# ---- design 1 ----
<file path="config.mk">
export PLATFORM = sky130hd
export DESIGN_NAME = alg_sequencer
export DESIGN_NICKNAME = d
export VERILOG_FILES = /design/src/rtl/alg_sequencer_pkg.sv /design/src/rtl/res_fifo.sv /design/src/rtl/alg_sequencer.sv
export SDC_FILE = /design/constraint.sdc
export NUM_CORES = 1
export LEC_CHECK = 0
export ABC_AREA = 0
export CAP_MARGIN = 30
export CORE_MARGIN = 5
export CORE_UTILIZATION = 45
export DETAILED_ROUTE_END_ITERATION = 8
export DONT_BUFFER_PORTS = 1
export HOLD_SLACK_MARGIN = 0.08
export PLACE_DENSITY = 0.6
export SETUP_SLACK_MARGIN = 0.2
export SYNTH_ARGS = -nofsm -noshare
export SYNTH_HDL_FRONTEND = slang
export SYNTH_HIERARCHICAL = 1
export SYNTH_SLANG_ARGS = --single-unit
</file>
<file path="constraint.sdc">
create_clock -name i_clk -period 13.55 [get_ports i_clk]
set_clock_uncertainty 0.2 [all_clocks]
set_input_delay 2.0325 -clock i_clk [delete_from_list [all_inputs] [get_ports i_clk]]
set_output_delay 2.0325 -clock i_clk [all_outputs]
set_load 0.01 [all_outputs]
</file>
<file path="src/rtl/alg_sequencer_pkg.sv">
// Shared types for the ECG detection-core sequencer: FSM states and the RR result record.
package alg_sequencer_pkg;

  localparam int unsigned ResCtrWidth = 22;

  typedef enum logic [2:0] {
    StIdle,
    StFlush,
    StWarmup,
    StRun,
    StRecover
  } state_e;

  typedef struct packed {
    logic [ResCtrWidth-1:0] rr_period;
    logic [ResCtrWidth-1:0] rpeak_location;
  } res_t;

endpackage

</file>
<file path="src/rtl/res_fifo.sv">
// Result FIFO: valid/ready output stream, push-when-full dropped unless a pop frees a slot.
module res_fifo #(
  parameter int unsigned Depth = 4,
  parameter int unsigned Width = 44
) (
  input  logic             clk_i,
  input  logic             rst_i,
  input  logic             push_i,
  input  logic [Width-1:0] push_data_i,
  output logic             drop_o,
  output logic             valid_o,
  input  logic             ready_i,
  output logic [Width-1:0] pop_data_o
);

  // Depth must be a power of two, at least 2.
  localparam int unsigned AddrWidth = $clog2(Depth);

  logic [Width-1:0]   mem_q [Depth];
  logic [AddrWidth:0] wr_ptr_q, rd_ptr_q;
  logic               empty, full, pop, push_ok;

  assign empty   = wr_ptr_q == rd_ptr_q;
  assign full    = (wr_ptr_q[AddrWidth] != rd_ptr_q[AddrWidth]) &&
                   (wr_ptr_q[AddrWidth-1:0] == rd_ptr_q[AddrWidth-1:0]);
  assign valid_o = !empty;
  assign pop     = valid_o && ready_i;
  // A same-cycle pop frees the slot the push lands in.
  assign push_ok = push_i && (!full || pop);
  assign drop_o  = push_i && !push_ok;

  assign pop_data_o = mem_q[rd_ptr_q[AddrWidth-1:0]];

  always_ff @(posedge clk_i) begin
    if (rst_i) begin
      wr_ptr_q <= '0;
      rd_ptr_q <= '0;
      for (int unsigned i = 0; i < Depth; i++) begin
        mem_q[i] <= '0;
      end
    end else begin
      if (push_ok) begin
        mem_q[wr_ptr_q[AddrWidth-1:0]] <= push_data_i;
        wr_ptr_q <= wr_ptr_q + 1'b1;
      end
      if (pop) begin
        rd_ptr_q <= rd_ptr_q + 1'b1;
      end
    end
  end

endmodule

</file>
<file path="src/rtl/alg_sequencer.sv">
// Sequences the ECG R-peak detection core: reset/warm-up, sample pacing, watchdog restart,
// and buffering of RR results.
module alg_sequencer
  import alg_sequencer_pkg::*;
#(
  parameter int unsigned DATA_WIDTH      = 11,
  parameter int unsigned CTR_WIDTH       = ResCtrWidth,
  parameter int unsigned TIMEOUT_SAMPLES = 720,
  parameter int unsigned CORE_RST_CYCLES = 4,
  parameter int unsigned RES_DEPTH       = 4
) (
  input  logic                         i_clk,
  input  logic                         i_rst,
  input  logic                         i_start,
  input  logic                         i_stop,
  input  logic signed [DATA_WIDTH-1:0] i_adc_data,
  input  logic                         i_adc_valid,
  output logic                         o_adc_ready,
  output logic signed [DATA_WIDTH-1:0] o_ecg_signal,
  output logic                         o_ecg_signal_valid,
  output logic [CTR_WIDTH-1:0]         o_ctr,
  output logic                         o_core_rst,
  output logic                         o_core_ce,
  input  logic                         i_th_initialised,
  input  logic                         i_rr_period_updated,
  input  logic [CTR_WIDTH-1:0]         i_rr_period,
  input  logic [CTR_WIDTH-1:0]         i_rpeak_location,
  output logic                         o_res_valid,
  input  logic                         i_res_ready,
  output logic [CTR_WIDTH-1:0]         o_res_rr_period,
  output logic [CTR_WIDTH-1:0]         o_res_rpeak_location,
  output logic                         o_busy,
  output logic                         o_running,
  output logic                         o_timeout,
  output logic                         o_overflow,
  output logic [7:0]                   o_restart_cnt
);

  localparam int unsigned RstCntWidth = $clog2(CORE_RST_CYCLES + 1);
  localparam int unsigned WdWidth     = $clog2(TIMEOUT_SAMPLES + 1);

  state_e                  state_q, state_d;
  logic [RstCntWidth-1:0]  rst_cnt_q, rst_cnt_d;
  logic [WdWidth-1:0]      wd_q, wd_d;
  logic [CTR_WIDTH-1:0]    ctr_q, ctr_d;
  logic signed [DATA_WIDTH-1:0] ecg_q;
  logic                    ecg_valid_q, timeout_q;
  logic                    overflow_q, overflow_d;
  logic [7:0]              restart_q, restart_d;

  logic start_ok, forwarding, in_reset_phase, accept, rr_push, fifo_drop, to_recover;
  res_t push_rec, pop_rec;

  assign start_ok       = (state_q == StIdle) && i_start && !i_stop;
  assign forwarding     = (state_q == StWarmup) || (state_q == StRun);
  assign in_reset_phase = (state_q == StFlush) || (state_q == StRecover);
  // Ready drops for the cycle after each accepted sample.
  assign o_adc_ready    = forwarding && !ecg_valid_q;
  assign accept         = i_adc_valid && o_adc_ready;
  assign rr_push        = (state_q == StRun) && i_rr_period_updated;
  assign to_recover     = (state_q == StRun) && (state_d == StRecover);

  always_comb begin
    state_d   = state_q;
    rst_cnt_d = rst_cnt_q;
    unique case (state_q)
      StIdle: begin
        if (start_ok) begin
          state_d   = StFlush;
          rst_cnt_d = '0;
        end
      end
      StFlush, StRecover: begin
        if (rst_cnt_q == RstCntWidth'(CORE_RST_CYCLES - 1)) begin
          state_d = StWarmup;
        end else begin
          rst_cnt_d = rst_cnt_q + 1'b1;
        end
      end
      StWarmup: begin
        if (i_th_initialised) begin
          state_d = StRun;
        end
      end
      StRun: begin
        if (wd_q >= WdWidth'(TIMEOUT_SAMPLES)) begin
          state_d   = StRecover;
          rst_cnt_d = '0;
        end
      end
      default: state_d = StIdle;
    endcase
    if (i_stop && (state_q != StIdle)) begin
      state_d = StIdle;
    end
  end

  always_comb begin
    ctr_d      = ctr_q;
    wd_d       = wd_q;
    restart_d  = restart_q;
    overflow_d = overflow_q;
    if (in_reset_phase) begin
      ctr_d = '0;
      wd_d  = '0;
    end else begin
      if (accept) begin
        ctr_d = ctr_q + 1'b1;
      end
      if (i_rr_period_updated) begin
        wd_d = '0;
      end else if (accept && (state_q == StRun)) begin
        wd_d = wd_q + 1'b1;
      end
    end
    if (start_ok) begin
      restart_d  = '0;
      overflow_d = 1'b0;
    end
    if (to_recover && (restart_q != 8'hFF)) begin
      restart_d = restart_q + 1'b1;
    end
    if (fifo_drop) begin
      overflow_d = 1'b1;
    end
  end

  always_ff @(posedge i_clk) begin
    if (i_rst) begin
      state_q     <= StIdle;
      rst_cnt_q   <= '0;
      wd_q        <= '0;
      ctr_q       <= '0;
      ecg_q       <= '0;
      ecg_valid_q <= 1'b0;
      timeout_q   <= 1'b0;
      overflow_q  <= 1'b0;
      restart_q   <= '0;
    end else begin
      state_q     <= state_d;
      rst_cnt_q   <= rst_cnt_d;
      wd_q        <= wd_d;
      ctr_q       <= ctr_d;
      ecg_valid_q <= accept;
      timeout_q   <= to_recover;
      overflow_q  <= overflow_d;
      restart_q   <= restart_d;
      if (accept) begin
        ecg_q <= i_adc_data;
      end
    end
  end

  assign push_rec.rr_period      = i_rr_period;
  assign push_rec.rpeak_location = i_rpeak_location;

  res_fifo #(
    .Depth(RES_DEPTH),
    .Width($bits(res_t))
  ) u_res_fifo (
    .clk_i      (i_clk),
    .rst_i      (i_rst),
    .push_i     (rr_push),
    .push_data_i(push_rec),
    .drop_o     (fifo_drop),
    .valid_o    (o_res_valid),
    .ready_i    (i_res_ready),
    .pop_data_o (pop_rec)
  );

  assign o_res_rr_period      = pop_rec.rr_period;
  assign o_res_rpeak_location = pop_rec.rpeak_location;

  assign o_ecg_signal       = ecg_q;
  assign o_ecg_signal_valid = ecg_valid_q;
  assign o_ctr              = ctr_q;
  assign o_core_rst         = !forwarding;
  assign o_core_ce          = forwarding;
  assign o_busy             = state_q != StIdle;
  assign o_running          = state_q == StRun;
  assign o_timeout          = timeout_q;
  assign o_overflow         = overflow_q;
  assign o_restart_cnt      = restart_q;

endmodule

</file>
# ---- design 2 ----
`src/rtl/mem_port_arbiter_pkg.sv`:
```
`default_nettype none
// ============================================================================
// Module      : mem_port_arbiter_pkg
// Description : Shared encodings for the memory port arbiter: MEM-stage
//               operation codes, arbiter FSM state codes and stall-vector
//               bit positions.
// Revision    : 1.0 - initial release
// ============================================================================
package mem_port_arbiter_pkg;

   // MEM-stage operation codes carried by the EX/MEM register
   typedef enum logic [3:0] {
      MEM_NOP = 4'd0,
      MEM_LB  = 4'd1,
      MEM_LH  = 4'd2,
      MEM_LW  = 4'd3,
      MEM_LBU = 4'd4,
      MEM_LHU = 4'd5,
      MEM_SB  = 4'd6,
      MEM_SH  = 4'd7,
      MEM_SW  = 4'd8
   } mem_op_e;

   // Arbiter FSM state codes
   typedef enum logic [1:0] {
      ST_IDLE    = 2'd0,
      ST_BUS_IF  = 2'd1,
      ST_BUS_MEM = 2'd2,
      ST_DONE    = 2'd3
   } arb_state_e;

   // Stall request vector bit positions
   localparam int c_STALL_PC     = 0;
   localparam int c_STALL_IF_ID  = 1;
   localparam int c_STALL_ID_EX  = 2;
   localparam int c_STALL_EX_MEM = 3;
   localparam int c_STALL_MEM_WB = 4;
   localparam int c_STALL_RSVD   = 5;
   localparam int c_STALL_WIDTH  = 6;

   // True for the three store operations
   function automatic logic op_is_store(input logic [3:0] op);
      return (op == MEM_SB) || (op == MEM_SH) || (op == MEM_SW);
   endfunction

endpackage
`default_nettype wire

```
`src/rtl/mem_lane_align.sv`:
```
`default_nettype none
// ============================================================================
// Module      : mem_lane_align
// Description : Combinational byte-lane logic for the shared memory port.
//               Request side: misalignment check, byte enables and store
//               data replication. Response side: load lane extraction with
//               sign or zero extension.
// Revision    : 1.0 - initial release
// ============================================================================
module mem_lane_align
   import mem_port_arbiter_pkg::*;
(
   input  logic [3:0]  req_op_i,
   input  logic [1:0]  req_addr_lo_i,
   input  logic [31:0] req_wdata_i,
   output logic        req_misalign_o,
   output logic        req_we_o,
   output logic [3:0]  req_be_o,
   output logic [31:0] req_wdata_o,
   input  logic [3:0]  rsp_op_i,
   input  logic [1:0]  rsp_addr_lo_i,
   input  logic [31:0] rsp_rdata_i,
   output logic [31:0] rsp_data_o
);

   logic [7:0]  w_byte;
   logic [15:0] w_half;

   // Halfwords need an even address, words need a four-byte boundary
   always_comb begin
      req_misalign_o = 1'b0;
      case (req_op_i)
         MEM_LH, MEM_LHU, MEM_SH: req_misalign_o = req_addr_lo_i[0];
         MEM_LW, MEM_SW:          req_misalign_o = |req_addr_lo_i;
         default:                 req_misalign_o = 1'b0;
      endcase
   end

   // Stores replicate the datum across every lane and enable only the
   // addressed lanes; loads always read the full word
   always_comb begin
      req_we_o    = 1'b0;
      req_be_o    = 4'b1111;
      req_wdata_o = '0;
      case (req_op_i)
         MEM_SB: begin
            req_we_o    = 1'b1;
            req_be_o    = 4'b0001 << req_addr_lo_i;
            req_wdata_o = {4{req_wdata_i[7:0]}};
         end
         MEM_SH: begin
            req_we_o    = 1'b1;
            req_be_o    = req_addr_lo_i[1] ? 4'b1100 : 4'b0011;
            req_wdata_o = {2{req_wdata_i[15:0]}};
         end
         MEM_SW: begin
            req_we_o    = 1'b1;
            req_be_o    = 4'b1111;
            req_wdata_o = req_wdata_i;
         end
         default: begin
            req_we_o    = 1'b0;
            req_be_o    = 4'b1111;
            req_wdata_o = '0;
         end
      endcase
   end

   // Pick the addressed lane out of the returned word
   always_comb begin
      w_byte = rsp_rdata_i[7:0];
      case (rsp_addr_lo_i)
         2'd0:    w_byte = rsp_rdata_i[7:0];
         2'd1:    w_byte = rsp_rdata_i[15:8];
         2'd2:    w_byte = rsp_rdata_i[23:16];
         default: w_byte = rsp_rdata_i[31:24];
      endcase
      w_half = rsp_addr_lo_i[1] ? rsp_rdata_i[31:16] : rsp_rdata_i[15:0];
   end

   // Extend the extracted lane to a full register value
   always_comb begin
      rsp_data_o = rsp_rdata_i;
      case (rsp_op_i)
         MEM_LB:  rsp_data_o = {{24{w_byte[7]}}, w_byte};
         MEM_LBU: rsp_data_o = {24'h000000, w_byte};
         MEM_LH:  rsp_data_o = {{16{w_half[15]}}, w_half};
         MEM_LHU: rsp_data_o = {16'h0000, w_half};
         default: rsp_data_o = rsp_rdata_i;
      endcase
   end

endmodule
`default_nettype wire

```
`src/rtl/mem_port_arbiter.sv`:
```
`default_nettype none
// ============================================================================
// Module      : mem_port_arbiter
// Description : Arbitrates the single shared memory port between instruction
//               fetch and the MEM stage. Holds the bus request stable across
//               slave wait states, steers byte lanes, extends loads, flags
//               misaligned accesses and drives the pipeline stall vector.
//               Optional macro ARB_FAIR_EN: alternate grants between MEM and
//               IF under contention instead of strict MEM priority.
// Revision    : 1.0 - initial release
// ============================================================================
module mem_port_arbiter
   import mem_port_arbiter_pkg::*;
#(
   parameter int ADDR_WIDTH = 32,
   parameter int DATA_WIDTH = 32
) (
   input  logic                  clk_i,
   input  logic                  rst_i,
   input  logic                  if_req_i,
   input  logic [ADDR_WIDTH-1:0] if_addr_i,
   output logic [DATA_WIDTH-1:0] if_data_o,
   output logic                  if_ack_o,
   input  logic [3:0]            mem_op_i,
   input  logic [ADDR_WIDTH-1:0] mem_addr_i,
   input  logic [DATA_WIDTH-1:0] mem_data_i,
   output logic [DATA_WIDTH-1:0] mem_rdata_o,
   output logic                  mem_ack_o,
   output logic                  misalign_o,
   output logic                  bus_req_o,
   output logic                  bus_we_o,
   output logic [ADDR_WIDTH-1:0] bus_addr_o,
   output logic [DATA_WIDTH-1:0] bus_wdata_o,
   output logic [3:0]            bus_be_o,
   input  logic [DATA_WIDTH-1:0] bus_rdata_i,
   input  logic                  bus_ack_i,
   output logic [5:0]            stall_o
);

   arb_state_e r_state;
   arb_state_e w_next_state;

   logic       w_mem_valid;
   logic       w_mem_first;
   logic       w_fair_yield;
   logic       w_grant_if;
   logic       w_grant_mem;
   logic       w_done_if;
   logic       w_done_mem;
   logic       w_misalign_ack;

   logic       w_misalign;
   logic       w_store_we;
   logic [3:0] w_be;
   logic [31:0] w_wdata;
   logic [31:0] w_rdata_ext;

   // Op and byte offset of the MEM access in flight, used to extract the
   // load result when the slave responds
   logic [3:0] r_op;
   logic [1:0] r_addr_lo;

   // Fetch addresses are word aligned, so their low bits carry no information
   logic w_if_addr_lo_unused;
   assign w_if_addr_lo_unused = &{1'b0, if_addr_i[1:0]};

   assign w_mem_valid = (mem_op_i != MEM_NOP);

`ifdef ARB_FAIR_EN
   logic r_last_mem;

   // Remember whether the most recent completion served the MEM stage
   always_ff @(posedge clk_i or posedge rst_i) begin
      if (rst_i) begin
         r_last_mem <= 1'b0;
      end else if (w_done_mem || w_misalign_ack) begin
         r_last_mem <= 1'b1;
      end else if (w_done_if) begin
         r_last_mem <= 1'b0;
      end
   end

   assign w_fair_yield = r_last_mem & if_req_i;
`else
   assign w_fair_yield = 1'b0;
`endif

   assign w_mem_first = w_mem_valid & ~w_fair_yield;

   mem_lane_align u_lane_align (
      .req_op_i       (mem_op_i),
      .req_addr_lo_i  (mem_addr_i[1:0]),
      .req_wdata_i    (mem_data_i),
      .req_misalign_o (w_misalign),
      .req_we_o       (w_store_we),
      .req_be_o       (w_be),
      .req_wdata_o    (w_wdata),
      .rsp_op_i       (r_op),
      .rsp_addr_lo_i  (r_addr_lo),
      .rsp_rdata_i    (bus_rdata_i),
      .rsp_data_o     (w_rdata_ext)
   );

   // State register
   always_ff @(posedge clk_i or posedge rst_i) begin
      if (rst_i) begin
         r_state <= ST_IDLE;
      end else begin
         r_state <= w_next_state;
      end
   end

   // Next-state and grant/completion decode; DONE never grants so the MEM op
   // still visible during its ack cycle is not issued a second time
   always_comb begin
      w_next_state   = r_state;
      w_grant_if     = 1'b0;
      w_grant_mem    = 1'b0;
      w_done_if      = 1'b0;
      w_done_mem     = 1'b0;
      w_misalign_ack = 1'b0;
      case (r_state)
         ST_IDLE: begin
            if (w_mem_first) begin
               if (w_misalign) begin
                  w_misalign_ack = 1'b1;
                  w_next_state   = ST_DONE;
               end else begin
                  w_grant_mem  = 1'b1;
                  w_next_state = ST_BUS_MEM;
               end
            end else if (if_req_i) begin
               w_grant_if   = 1'b1;
               w_next_state = ST_BUS_IF;
            end
         end
         ST_BUS_IF: begin
            if (bus_ack_i) begin
               w_done_if    = 1'b1;
               w_next_state = ST_DONE;
            end
         end
         ST_BUS_MEM: begin
            if (bus_ack_i) begin
               w_done_mem   = 1'b1;
               w_next_state = ST_DONE;
            end
         end
         ST_DONE: begin
            w_next_state = ST_IDLE;
         end
         default: begin
            w_next_state = ST_IDLE;
         end
      endcase
   end

   // Bus request attributes, completion pulses and captured response data
   always_ff @(posedge clk_i or posedge rst_i) begin
      if (rst_i) begin
         bus_req_o   <= 1'b0;
         bus_we_o    <= 1'b0;
         bus_addr_o  <= '0;
         bus_wdata_o <= '0;
         bus_be_o    <= '0;
         if_data_o   <= '0;
         if_ack_o    <= 1'b0;
         mem_rdata_o <= '0;
         mem_ack_o   <= 1'b0;
         misalign_o  <= 1'b0;
         r_op        <= '0;
         r_addr_lo   <= '0;
      end else begin
         if_ack_o   <= 1'b0;
         mem_ack_o  <= 1'b0;
         misalign_o <= 1'b0;

         if (w_grant_mem) begin
            bus_req_o   <= 1'b1;
            bus_we_o    <= w_store_we;
            bus_addr_o  <= {mem_addr_i[ADDR_WIDTH-1:2], 2'b00};
            bus_wdata_o <= w_wdata;
            bus_be_o    <= w_be;
            r_op        <= mem_op_i;
            r_addr_lo   <= mem_addr_i[1:0];
         end

         if (w_grant_if) begin
            bus_req_o   <= 1'b1;
            bus_we_o    <= 1'b0;
            bus_addr_o  <= {if_addr_i[ADDR_WIDTH-1:2], 2'b00};
            bus_wdata_o <= '0;
            bus_be_o    <= 4'b1111;
         end

         if (w_done_if || w_done_mem) begin
            bus_req_o <= 1'b0;
            bus_we_o  <= 1'b0;
            bus_be_o  <= '0;
         end

         if (w_done_if) begin
            if_ack_o  <= 1'b1;
            if_data_o <= bus_rdata_i;
         end

         if (w_done_mem) begin
            mem_ack_o   <= 1'b1;
            mem_rdata_o <= w_rdata_ext;
         end

         if (w_misalign_ack) begin
            mem_ack_o   <= 1'b1;
            misalign_o  <= 1'b1;
            mem_rdata_o <= '0;
         end
      end
   end

   // Stall request: a pending MEM op freezes the front four stages, a
   // pending fetch freezes PC and IF/ID
   always_comb begin
      stall_o = '0;
      if (w_mem_valid && !mem_ack_o) begin
         stall_o[c_STALL_PC]     = 1'b1;
         stall_o[c_STALL_IF_ID]  = 1'b1;
         stall_o[c_STALL_ID_EX]  = 1'b1;
         stall_o[c_STALL_EX_MEM] = 1'b1;
      end
      if (if_req_i && !if_ack_o) begin
         stall_o[c_STALL_PC]    = 1'b1;
         stall_o[c_STALL_IF_ID] = 1'b1;
      end
      stall_o[c_STALL_MEM_WB] = 1'b0;
      stall_o[c_STALL_RSVD]   = 1'b0;
   end

endmodule
`default_nettype wire
```
`config.mk`:
```
export PLATFORM = sky130hd
export DESIGN_NAME = mem_port_arbiter
export DESIGN_NICKNAME = d
export VERILOG_FILES = /design/src/rtl/mem_port_arbiter_pkg.sv /design/src/rtl/mem_lane_align.sv /design/src/rtl/mem_port_arbiter.sv
export SDC_FILE = /design/constraint.sdc
export NUM_CORES = 1
export LEC_CHECK = 0
export CAP_MARGIN = 30
export CORE_MARGIN = 5
export CORE_UTILIZATION = 44
export DETAILED_ROUTE_END_ITERATION = 10
export PLACE_DENSITY = 0.81
export SLEW_MARGIN = 10
export SYNTH_ARGS = -nofsm -noshare
export SYNTH_HDL_FRONTEND = slang
export SYNTH_SLANG_ARGS = --single-unit
```
`constraint.sdc`:
```
create_clock -name clk_i -period 6.4 [get_ports clk_i]
set_clock_uncertainty 0.2 [all_clocks]
set_input_delay 0.96 -clock clk_i [delete_from_list [all_inputs] [get_ports clk_i]]
set_output_delay 0.96 -clock clk_i [all_outputs]
set_load 0.03 [all_outputs]
```
==> design_1/placement.png <==
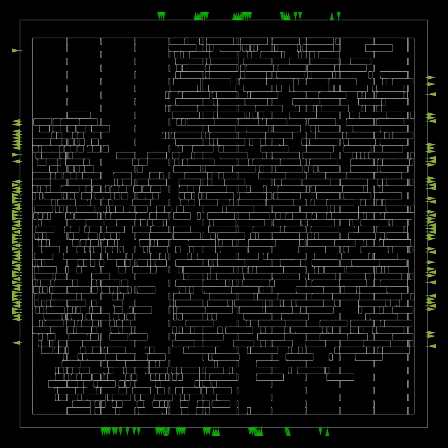
core utilization of the finished layout: 50.9%
Finished Layout Cells: 1189
sequential share of cell area: 55.5%
number of inserted filler cells in the final layout: 2096

==> reports/summary.log, design 1 <==
qor: routing.routedWlPerCell 19.5 um
qor: run_status.outcome complete, no violations
qor: synth.netlist.top_cell.by_instances edfxtp_1
qor: synth.synth.cells.most_frequent 176 x edfxtp_1, 142 x nor3_1, 73 x nor2_1
qor: routing.antenna_left 0
qor: setup_path.worstRegToRegCells 8
qor: clock_tree.numClockSinks 244
qor: layout.largest_register_ffs 176
qor: timing.period_needed 4.32 ns
qor: clock_tree.postCtsResizedCells 0
qor: timing.slew_violations 0
qor: routing.drt-pass1-iter-count 4
qor: layout.n_all_inverters 57
qor: synth.yosys_most_used_dff edfxtp_1
qor: synth.yosys_warnings 6
qor: setup_path.timing.critical_path.from_type flip-flop
qor: setup_path.cp.buffers_inverters 1
qor: die.num_rows 56
qor: synth.async_reset_ff_share 0%
qor: routing.met3_wirelength 1.78 mm
qor: timing.rsz0062_at_grt no
qor: timing.fin_hold_ws 0.281 ns
qor: setup_path.critPathArrivalTime 2.09 ns
qor: layout.largest_register u_res_fifo/mem_q
qor: timing.timing.max_slew.rel_slack 40.7%
qor: synth.ys_top_cells_by_area edfxtp_1 49%, dfxtp_1 13%, mux4_2 9.2%
qor: setup_path.critical_path_peak_fanout 23
qor: synth.synth-cells-yosys 876
qor: placement.numPortBuffers 0
qor: grt.grt_remaining_overflow 0
qor: timing.timing_hold_violations_final 0
qor: flow_run.maxCapViolCount 0
qor: clock_tree.cts_root_buffer clkbuf_16
qor: layout.clk_share 7.55%
qor: layout.multi_input_comb_area 0.00371 mm^2
## design 1: worst max path at each step
stage                                                  to  slack [ns]  depth (start not counted)
floorplan            u_res_fifo/mem_q[0][0]$_SDFFCE_PN0P_        7.79                          7
global placement    u_res_fifo/mem_q[2][32]$_SDFFCE_PN0P_        8.68                          7
detailed placement  u_res_fifo/mem_q[2][32]$_SDFFCE_PN0P_        8.66                          7
CTS                                   o_res_rr_period[19]        9.03                          1
global route                      o_res_rpeak_location[6]        9.09                          2
finish                            o_res_rpeak_location[0]        9.23                          2
## design 1: report_power, final
| part | switching (mW) | internal, mW | leakage, nW | total (mW) |
|---|---|---|---|---|
| combinational | 0.0613 | 0.0440 | 1.26 | 0.105 |
| sequential | 0.0141 | 0.818 | 2.37 | 0.832 |
| clock | 0.286 | 0.458 | 0.441 | 0.744 |
## design 1: per-stage QoR
step           std cells  total power [mW]  instance area [um^2]
6_report            1189              1.68                 12000
5_1_grt             1189              1.75                 12000
4_1_cts             1188              1.70                 12000
3_5_place_dp        1140             0.954                 11100
3_3_place_gp        1140             0.953                 11100
2_1_floorplan        876             0.928                 10800
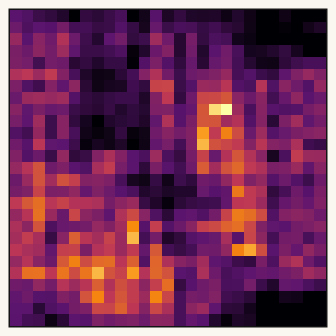
(design_2/metal_density.png)
The die is cut into 27 by 27 equal tiles; black is low, pale yellow is high, scaled to the fullest tile. Values are wire area over tile area, all layers added.
6.0% of the tiles are nearly empty. The emptiest ninth of the die: upper right. The mean over all tiles is 0.20. The fullest tile reaches 0.67. 14% of the tiles are over half the peak.

==> reports/summary.log, design 2 <==
qor: layout.seq_share 34.2%
qor: die.ios 279
qor: synth.basic_gates_by_area 10.2%
qor: layout.sequential_cell_count 143
qor: run_status.outcome complete, no violations
qor: flow_run.tool_warnings 31
qor: placement.numPortBuffers 272
qor: setup_path.cp.buffers_inverters 2
qor: power.p_clk 981 uW
qor: setup_path.dominant_cell_type_by_count_on_the_critical_path clkdlybuf4s50_1
qor: routing.detail_route.wirelength.met1 8.24 mm
qor: flow_run.maxCapViolCount 0
qor: grt.grt_remaining_overflow 0
qor: layout.n_all_inverters 17
qor: clock_tree.postCtsHoldBufs 0
qor: synth.ys_sh_xor 0.126%
qor: synth.netlist.top_cell.by_instances dfrtp_1
qor: synth.cell_area_after_technology_mapping 0.00696 mm^2
qor: worst_hold_path.hp-class reg -> reg
qor: clock_tree.clock_buffer_depth 2
qor: power.power.sequential.fraction 28.5%
qor: synth.ys_types 48
qor: layout.syn2layout_area_growth 50.1%
qor: grt.maximum_number_of_pins_on_one_net_before_global_route_repair 78
qor: timing.final-setup-viol-count 0
qor: clock_tree.postCtsResizedCells 0
qor: clock_tree.cts_htree_levels 4
-- design 2: placed cells by master, fill, tap and decap left out, types with 3 or more instances in the layout --
cell             netlist  layout
mux2i_1               50      50
a22oi_1               16      16
o2bb2ai_1             24      24
clkinv_2               0       4
a21o_1                 9       9
nand3_1               10       9
mux2_1                 3       3
a21oi_1               77      77
a32o_1                 8       8
nand2_1               22      22
o21ai_0               12      12
buf_4                  8       7
bufinv_16              0       3
mux2_2                36      36
o21ai_1                8       8
nor2b_1                9       9
a211oi_1              16      16
clkdlybuf4s50_1        0     272
ha_1                   4       4
clkbuf_16              0      17
a221oi_1               8       8
nor2_1               104     104
inv_1                 16      15
conb_1                 1       4
dfrtp_1              143     143
nand2b_1               4       4
o211ai_1               8       8
-- design 2: per-stage QoR --
step           cells  power [mW]  cell area (um^2)  worst slack [ns]  util (%)
2_1_floorplan    670        3.54              6970              1.40         -
3_3_place_gp    1113        4.73              9790              2.06      62.3
3_5_place_dp    1114        4.82              9820              2.15      62.5
4_1_cts         1144        5.83             10400              2.19      66.2
5_1_grt         1147        6.13             10500              2.06      66.5
6_report        1147        5.79             10500              2.21      66.5


==> layout pictures side by side <==
A small window of the routed layout.
panel A
Scale bar: 10 um. Window x 55 to 80, y 28 to 53 um. Cells in grey, sequential cells in the stronger grey; small squares are vias.
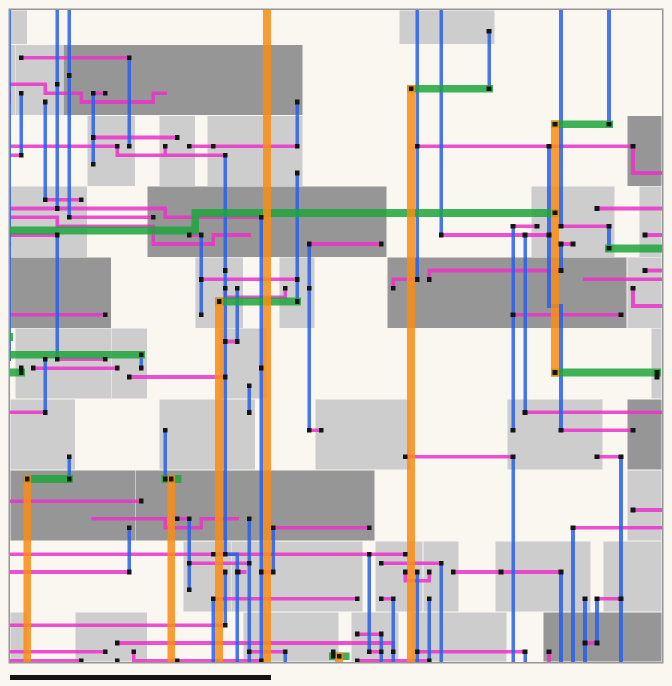
panel B
Scale bar: 10 um. Window x 70 to 95, y 37 to 62 um. Cells in grey, sequential cells in the stronger grey; small squares are vias.
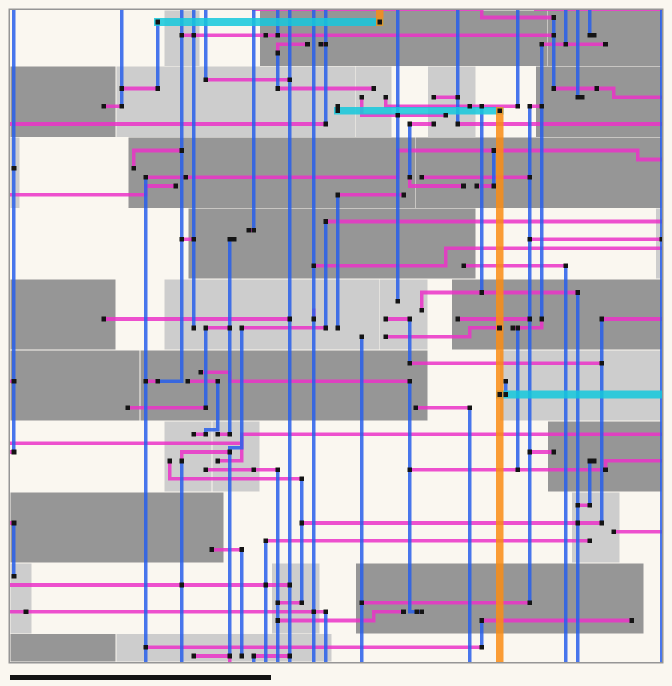
| from | picture |
|---|---|
| design 1 | panel B |
| design 2 | panel A |
The one with the largest die is panel B.

Power figures rest on the tool's default switching activity, not on a simulated workload.
